######## block 1 ########
Block 1, routed metal, one color a layer:
Bar = 20 um.
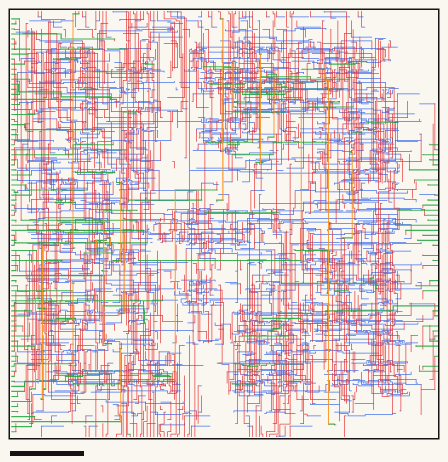

## src/rtl/pc_next_seq.sv

```systemverilog
// Next-PC sequencer for pc_ff.
// Turns EX redirects, hazard stalls, pipeline freezes and syscall halt requests into the
// registered pc_inc/next_pc pair that pc_ff samples on the following negedge. A redirect
// that arrives while the pipeline is frozen is held until the freeze lifts. The halt
// handshake with pc_ff is supervised by a timeout that raises a sticky error.
module pc_next_seq #(
  parameter int unsigned PC_W       = 32,
  parameter int unsigned CNT_W      = 32,
  parameter int unsigned HALT_DELAY = 3,
  parameter int unsigned HALT_TMO   = 8
) (
  input  logic             clk,
  input  logic             clr,
  input  logic [PC_W-1:0]  current_pc,
  input  logic             halt,
  input  logic             stall,
  input  logic             freeze,
  input  logic             br_valid,
  input  logic             br_taken,
  input  logic [PC_W-1:0]  br_target,
  input  logic             jmp_valid,
  input  logic [PC_W-1:0]  jmp_target,
  input  logic             halt_req,
  output logic [1:0]       pc_inc,
  output logic [PC_W-1:0]  next_pc,
  output logic             flush,
  output logic             halt_err,
  output logic [CNT_W-1:0] redirect_cnt,
  output logic [CNT_W-1:0] stall_cnt
);

  typedef enum logic [1:0] {
    StRun,
    StPend,
    StHalting,
    StHalted
  } state_e;

  localparam logic [1:0] IncNormal   = 2'b00;
  localparam logic [1:0] IncRedirect = 2'b01;
  localparam logic [1:0] IncHold     = 2'b10;
  localparam logic [1:0] IncStop     = 2'b11;

  // Timeout counter is sized to cover both the timeout and the expected pc_ff halt latency,
  // so a badly chosen HALT_TMO below HALT_DELAY still gets a counter wide enough to count it.
  localparam int unsigned TmoMax  = (HALT_TMO > HALT_DELAY) ? HALT_TMO : HALT_DELAY;
  localparam int unsigned TmoW    = $clog2(TmoMax + 1);
  localparam logic [TmoW-1:0] TmoLast = TmoW'(HALT_TMO - 1);

  state_e           state_q, state_d;
  logic [1:0]       pc_inc_q, pc_inc_d;
  logic [PC_W-1:0]  next_pc_q, next_pc_d;
  logic             flush_q, flush_d;
  logic             halt_err_q, halt_err_d;
  logic [PC_W-1:0]  held_q, held_d;
  logic [TmoW-1:0]  tmo_q, tmo_d;
  logic [CNT_W-1:0] redirect_cnt_q, redirect_cnt_d;
  logic [CNT_W-1:0] stall_cnt_q, stall_cnt_d;

  logic             redirect;
  logic [PC_W-1:0]  redirect_target;

  // Decode the EX redirect event; a jump wins over a taken branch in the same cycle.
  always_comb begin
    redirect        = jmp_valid | (br_valid & br_taken);
    redirect_target = jmp_valid ? jmp_target : br_target;
  end

  // Next-state and next-output decision; defaults give NORMAL with the PC unchanged.
  always_comb begin
    state_d    = state_q;
    pc_inc_d   = IncNormal;
    next_pc_d  = current_pc;
    flush_d    = 1'b0;
    halt_err_d = halt_err_q;
    held_d     = held_q;
    tmo_d      = tmo_q;

    unique case (state_q)
      StRun: begin
        if (halt_req) begin
          state_d  = StHalting;
          pc_inc_d = IncStop;
          tmo_d    = '0;
        end else if (redirect && !freeze) begin
          // A redirect beats a stall: the stalled instruction is on the wrong path.
          pc_inc_d  = IncRedirect;
          next_pc_d = redirect_target;
          flush_d   = 1'b1;
        end else if (redirect) begin
          held_d   = redirect_target;
          state_d  = StPend;
          pc_inc_d = IncHold;
        end else if (stall || freeze) begin
          pc_inc_d = IncHold;
        end
      end

      StPend: begin
        if (halt_req) begin
          held_d   = '0;
          state_d  = StHalting;
          pc_inc_d = IncStop;
          tmo_d    = '0;
        end else if (freeze) begin
          pc_inc_d = IncHold;
          if (redirect) begin
            held_d = redirect_target;
          end
        end else begin
          pc_inc_d  = IncRedirect;
          next_pc_d = held_q;
          flush_d   = 1'b1;
          state_d   = StRun;
        end
      end

      StHalting: begin
        // STOP reloads current_pc, so the PC stays frozen while pc_ff winds down.
        pc_inc_d = IncStop;
        if (halt) begin
          state_d = StHalted;
        end else if (tmo_q == TmoLast) begin
          halt_err_d = 1'b1;
        end else begin
          tmo_d = tmo_q + TmoW'(1);
        end
      end

      StHalted: begin
        pc_inc_d = IncStop;
      end

      default: begin
        state_d = StRun;
      end
    endcase
  end

  // Saturating statistics counters, driven by what is about to be issued.
  always_comb begin
    redirect_cnt_d = redirect_cnt_q;
    stall_cnt_d    = stall_cnt_q;
    if ((pc_inc_d == IncRedirect) && (redirect_cnt_q != '1)) begin
      redirect_cnt_d = redirect_cnt_q + CNT_W'(1);
    end
    if ((pc_inc_d == IncHold) && (stall_cnt_q != '1)) begin
      stall_cnt_d = stall_cnt_q + CNT_W'(1);
    end
  end

  // State and output registers; clr overrides every other input on the same edge.
  always_ff @(posedge clk) begin
    if (clr) begin
      state_q        <= StRun;
      pc_inc_q       <= IncNormal;
      next_pc_q      <= '0;
      flush_q        <= 1'b0;
      halt_err_q     <= 1'b0;
      held_q         <= '0;
      tmo_q          <= '0;
      redirect_cnt_q <= '0;
      stall_cnt_q    <= '0;
    end else begin
      state_q        <= state_d;
      pc_inc_q       <= pc_inc_d;
      next_pc_q      <= next_pc_d;
      flush_q        <= flush_d;
      halt_err_q     <= halt_err_d;
      held_q         <= held_d;
      tmo_q          <= tmo_d;
      redirect_cnt_q <= redirect_cnt_d;
      stall_cnt_q    <= stall_cnt_d;
    end
  end

  assign pc_inc       = pc_inc_q;
  assign next_pc      = next_pc_q;
  assign flush        = flush_q;
  assign halt_err     = halt_err_q;
  assign redirect_cnt = redirect_cnt_q;
  assign stall_cnt    = stall_cnt_q;

endmodule

```

## config.mk

```make
export PLATFORM = sky130hd
export DESIGN_NAME = pc_next_seq
export DESIGN_NICKNAME = d
export VERILOG_FILES = /design/src/rtl/pc_next_seq.sv
export SDC_FILE = /design/constraint.sdc
export NUM_CORES = 1
export LEC_CHECK = 0
export CORE_UTILIZATION = 52
export CTS_BUF_LIST = sky130_fd_sc_hd__clkbuf_4
export CTS_CLUSTER_SIZE = 12
export DETAILED_ROUTE_END_ITERATION = 8
export GPL_ROUTABILITY_DRIVEN = 0
export GPL_TIMING_DRIVEN = 0
export PLACE_DENSITY = 0.88
export SLEW_MARGIN = 30
export SYNTH_ARGS = -nofsm -noshare
export SYNTH_HDL_FRONTEND = slang
export SYNTH_SLANG_ARGS = --single-unit
```

## constraint.sdc

```tcl
create_clock -name clk -period 5.2 [get_ports clk]
set_clock_uncertainty 0.05 [all_clocks]
set_input_delay 0.52 -clock clk [delete_from_list [all_inputs] [get_ports clk]]
set_output_delay 0.52 -clock clk [all_outputs]
set_load 0.05 [all_outputs]
```

######## block 2 ########
File: src/rtl/counter_sched_pkg.sv
// rtl/counter_sched_pkg.sv - shared types and constants for the tick scheduler
package counter_sched_pkg;

   typedef enum logic [1:0] {
      IDLE = 2'd0,
      RUN  = 2'd1,
      FIN  = 2'd2
   } state_e;

   localparam logic MODE_ONESHOT  = 1'b0;
   localparam logic MODE_PERIODIC = 1'b1;

   localparam int DEF_WIDTH  = 4;
   localparam int DEF_PWIDTH = 4;

endpackage

File: src/rtl/counter_ce_clr.sv
// rtl/counter_ce_clr.sv - W-bit register with incrementer, carry-out, enable and sync clear
module counter_ce_clr #(
   parameter int W = 4
) (
   input  logic         clk,
   input  logic         reset,
   input  logic         ce,
   input  logic         clr,
   output logic [W-1:0] q,
   output logic         carry
);

   logic [W-1:0] sum;

   // carry reports that the next increment overflows back to zero
   assign {carry, sum} = {1'b0, q} + {{W{1'b0}}, 1'b1};

   always_ff @(posedge clk) begin
      if (reset) begin
         q <= '0;
      end else if (clr) begin
         q <= '0;
      end else if (ce) begin
         q <= sum;
      end
   end

endmodule

File: src/rtl/counter_tick_sched.sv
// rtl/counter_tick_sched.sv - programmable one-shot/periodic tick generator with prescaler
module counter_tick_sched
   import counter_sched_pkg::*;
#(
   parameter int WIDTH  = DEF_WIDTH,
   parameter int PWIDTH = DEF_PWIDTH
) (
   input  logic              CLK,
   input  logic              RESET,
   input  logic              START,
   input  logic              STOP,
   input  logic              MODE,
   input  logic [WIDTH-1:0]  LOAD_VAL,
   input  logic [PWIDTH-1:0] PRESCALE,
   output logic              BUSY,
   output logic              TICK,
   output logic              DONE,
   output logic [WIDTH-1:0]  COUNT,
   output logic              CE
);

   state_e              state;
   logic                mode_q;
   logic [WIDTH-1:0]    load_q;
   logic [PWIDTH-1:0]   presc_q;
   logic [PWIDTH-1:0]   presc_cnt;
   logic                presc_carry;
   logic                cnt_carry;
   logic                start_acc;
   logic                run;

   assign run       = (state == RUN);
   assign start_acc = (state == IDLE) && START && !STOP;

   assign BUSY = run;
   assign DONE = (state == FIN);
   assign CE   = run && (presc_cnt == presc_q);
   assign TICK = CE && (COUNT == load_q);

   // At the all-ones terminal the wrap comes from overflow, so clear only when no carry
   counter_ce_clr #(.W(PWIDTH)) u_presc (
      .clk   (CLK),
      .reset (RESET),
      .ce    (run),
      .clr   (start_acc || (CE && !presc_carry)),
      .q     (presc_cnt),
      .carry (presc_carry)
   );

   counter_ce_clr #(.W(WIDTH)) u_count (
      .clk   (CLK),
      .reset (RESET),
      .ce    (CE),
      .clr   (start_acc || (TICK && !cnt_carry)),
      .q     (COUNT),
      .carry (cnt_carry)
   );

   always_ff @(posedge CLK) begin
      if (RESET) begin
         state   <= IDLE;
         mode_q  <= MODE_ONESHOT;
         load_q  <= '0;
         presc_q <= '0;
      end else begin
         case (state)
            IDLE: begin
               if (start_acc) begin
                  state   <= RUN;
                  mode_q  <= MODE;
                  load_q  <= LOAD_VAL;
                  presc_q <= PRESCALE;
               end
            end
            RUN: begin
               if (STOP || (TICK && (mode_q == MODE_ONESHOT))) begin
                  state <= FIN;
               end
            end
            FIN:     state <= IDLE;
            default: state <= IDLE;
         endcase
      end
   end

endmodule

File: config.mk
export PLATFORM = sky130hd
export DESIGN_NAME = counter_tick_sched
export DESIGN_NICKNAME = d
export VERILOG_FILES = /design/src/rtl/counter_sched_pkg.sv /design/src/rtl/counter_ce_clr.sv /design/src/rtl/counter_tick_sched.sv
export SDC_FILE = /design/constraint.sdc
export NUM_CORES = 1
export LEC_CHECK = 0
export CAP_MARGIN = 40
export CORE_MARGIN = 2
export CORE_UTILIZATION = 52
export CTS_CLUSTER_SIZE = 8
export DETAILED_ROUTE_END_ITERATION = 10
export PLACE_DENSITY = 0.86
export SETUP_SLACK_MARGIN = 0.4
export SLEW_MARGIN = 25
export SYNTH_ARGS = -nofsm -noshare
export SYNTH_HDL_FRONTEND = slang
export SYNTH_SLANG_ARGS = --single-unit
File: constraint.sdc
create_clock -name CLK -period 2.8 [get_ports CLK]
set_input_delay 0.56 -clock CLK [delete_from_list [all_inputs] [get_ports CLK]]
set_output_delay 0.56 -clock CLK [all_outputs]
set_load 0.03 [all_outputs]
Block 2, routed metal, one color a layer:
Bar = 10 um.
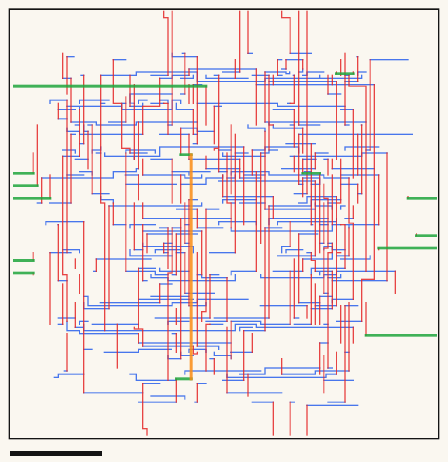
legend:
  green:
    layer: metal 3
    wire_length: 58.9 um
  red:
    layer: metal 2
    wire_length: 1030 um
  blue:
    layer: metal 1
    wire_length: 931 um
  orange:
    layer: metal 4
    wire_length: 24.5 um

==> flow_summary.yaml, block 2 <==
# yosys + openroad results
logic_synthesis:
  ys_sh_aoi: 0.144
  synthArstFlopShare: 0
  ys.flops: 19
  top_cell: "nand2_1"
  ff_type: "dfxtp_1"
  yosys_warnings: 0
  edf_count: 0
  yosys-top-cells-count: "nand2_1 (25), dfxtp_1 (19), a21oi_1 (11)"
  ys_seq_share: 0.401
  top_logic_kind: "simple AND/OR/NAND/NOR gates"
  yosys.area_share.simple: 0.311
  floorplan.nets: 127
  ys_sh_adder: 0.0264
min_path:
  hold_class: "reg2reg"
  whs_path_depth: 2
  min-delay-start: "presc_q[1]$_SDFFE_PP0P_"
critical_path:
  crit_type: "reg2out"
  crit_chain: "xnor2_1 -> nand4_1 -> nor3_1 -> clkbuf_2"
  cp-end-kind: "primary output"
  arrival_ns: 1.67
  path_delay_family: "simple AND/OR/NAND/NOR gates"
  cp_num_buf_inv: 1
  cp_max_fo: 7
layout:
  n_antenna_cell: 0
  fin_area_sq_um: 1200
  area_growth_pct: 26.0
  final_net_count: 151
clock_tree:
  clk-insertion-delay-late_ns: 0.30
  htreeDepth: 1
  post_cts_buffers: 0
  cts.sinks: 19
  cts_buffers: 3
power:
  power_frac_comb: 0.173
  p_clk_frac: 0.267
  powerDensity_nw_per_um2: 430
  p_sw_w: 0.000139
  switching_share: 0.271
  power_combinational_w: 0.0000890
  power_clock_w: 0.000137
global_route:
  grt_start_max_net_pins: 12
  grt_pass1_wl_mm: 3.33
  first_global_vias: 794
sta:
  maxSlewHeadroom: 0.709
  rsz0062_at_grt: "no"
outcome:
  status: "finished, final reports clean"
placement:
  place_inst: 156
  post-place-ws_ns: 0.470
die:
  num_io_pins: 21
  row_count: 15
  core-area_sq_um: 1730
  fp_util: 0.550
routing:
  first_iter_violations: 10
  ant_nets: 0
flow_run:
  tool_warnings: 26
block 2: state kept, by name, summed over array words and instances (netlist names):
register,count
load_q,4
mode_q,1
state,2
u_count.q,4
presc_q,4
u_presc.q,4
block 2: layout make-up:
type	count	area, sq um	area share
inverter	2	8.76	0.00732
multi-input combinational	88	544	0.455
timing repair buffer	22	205	0.172
tap	25	31.3	0.0262
sequential	19	380	0.318
clock buffer	4	26.3	0.0220
block 2: cells in the final DEF, fill, tap and decap left out, types with 3 or more instances in the layout:
cell and instances:
a21oi_1 11, clkbuf_4 3, clkdlybuf4s50_1 18, dfxtp_1 19, nand2_1 25, nand4_1 4
nor2_1 8, xnor2_1 8
block 2: kinds of logic after synthesis:
logic type      after synthesis
xor+xnor                     10
flops                        19
fa+ha+maj                     2
compound gates               21
simple gates                 55
buf+inv                       5
block 2: layer usage:
metal / global-route usage / part of all wire / routed length [um] / vias up
met3: 0.0462 / 0.028 / 58 / 2
met2: 0.386 / 0.50 / 1030 / 16
met4: 0.0833 / 0.012 / 24 / 0
met5: 0 / 0 / 0 / -
met1: 0.261 / 0.46 / 930 / 408
li1: - / - / - / 440
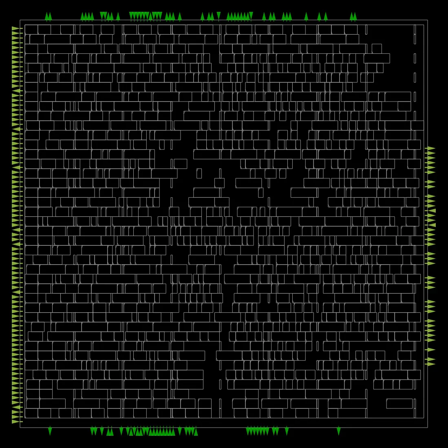
Block 1: cell placement
Flops: 138
Core Area: 12600 sq um
Rows: 41

Notes on 'routed metal, one color a layer' of block 1 above:
legend:
  orange:
    layer: metal 4
    wire_length: 667 um
  red:
    layer: metal 2
    wire_length: 9520 um
  blue:
    layer: metal 1
    wire_length: 7790 um
  green:
    layer: metal 3
    wire_length: 1560 um

==> flow_summary.yaml, block 1 <==
# yosys + openroad results
clock_tree:
  root_buffer: "clkbuf_4"
  cts_tree: "yes"
logic_synthesis:
  yosys_warnings: 0
  ff_type: "dfxtp_1"
  ys.flops: 138
  yosys_cells: 745
layout:
  final_net_count: 1077
  sh_comb_area: 0.397
global_route:
  first_global_vias: 6549
placement:
  dp_hpwl_mm: 14.4
critical_path:
  crit_chain: "inv_1 -> ha_1 -> buf_4 -> nor3_1 -> a21boi_1 -> o2111ai_1 -> buf_2 -> nor4_1 -> mux2_2"
  worst_ep_required_time_ns: 5.61
sta:
  finalSetupTns_ns: 0
routing:
  first_pass_iters: 7
  wire_per_inst_um: 17.0
outcome:
  status: "finished, final reports clean"
min_path:
  whs_path_depth: 3
[block 1: layer usage]
metal	vias up	track usage	part of all wire
li1	3277	-	-
met1	3272	0.353	0.40
met2	307	0.521	0.49
met3	52	0.0743	0.080
met4	0	0.150	0.034
met5	-	0	0
[block 1: power breakdown]
group | switching (W) | internal, W
logic | 0.000625 | 0.000397
clock network | 0.000414 | 0.000234
registers | 0.0000703 | 0.00117
[block 1: registers in the layout (all words and copies together) (netlist names)]
signal / cells
held_q: 32
stall_cnt: 32
flush: 1
halt_err: 1
tmo_q: 4
pc_inc: 2
redirect_cnt: 32
state_q: 2
next_pc: 32
[block 1: through the flow]
step / hold WS [ns] / instance area (sq um) / utilization
6_report: 0.382 / 9200 / 0.729
5_1_grt: 0.379 / 9200 / 0.729
4_1_cts: 0.352 / 9200 / 0.729
3_5_place_dp: 0.411 / 8940 / 0.708
3_3_place_gp: 0.405 / 8940 / 0.708
2_1_floorplan: 0.394 / 6710 / -
[block 1: logic make-up after synthesis]
kind of cell	synth area share
simple gates	0.228
compound gates	0.163
flops	0.412
xor+xnor	0.00261
fa+ha+maj	0.0130
buf+inv	0.0449
mux	0.136


==> screenshots <==
Cells by drive strength.
image #1
Bar = 20 um.
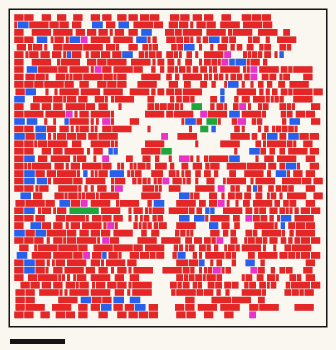
image #2
Bar = 10 um.
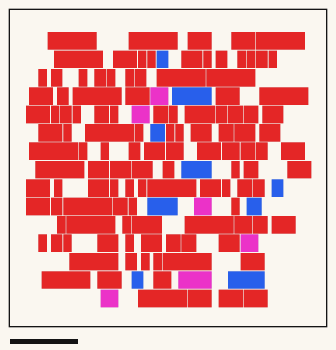
| picture | from |
|---|---|
| image #2 | block 2 |
| image #1 | block 1 |

Key to image #2:
legend:
  magenta:
    size: _3 and _4 cells
    cells: 6
    most_used: clkbuf_4
  red:
    size: _0 and _1 cells
    cells: 120
    most_used: nand2_1
  blue:
    size: _2 cells
    cells: 9
    most_used: clkbuf_2

No activity file was given, so power comes from the tool's default toggle rates.
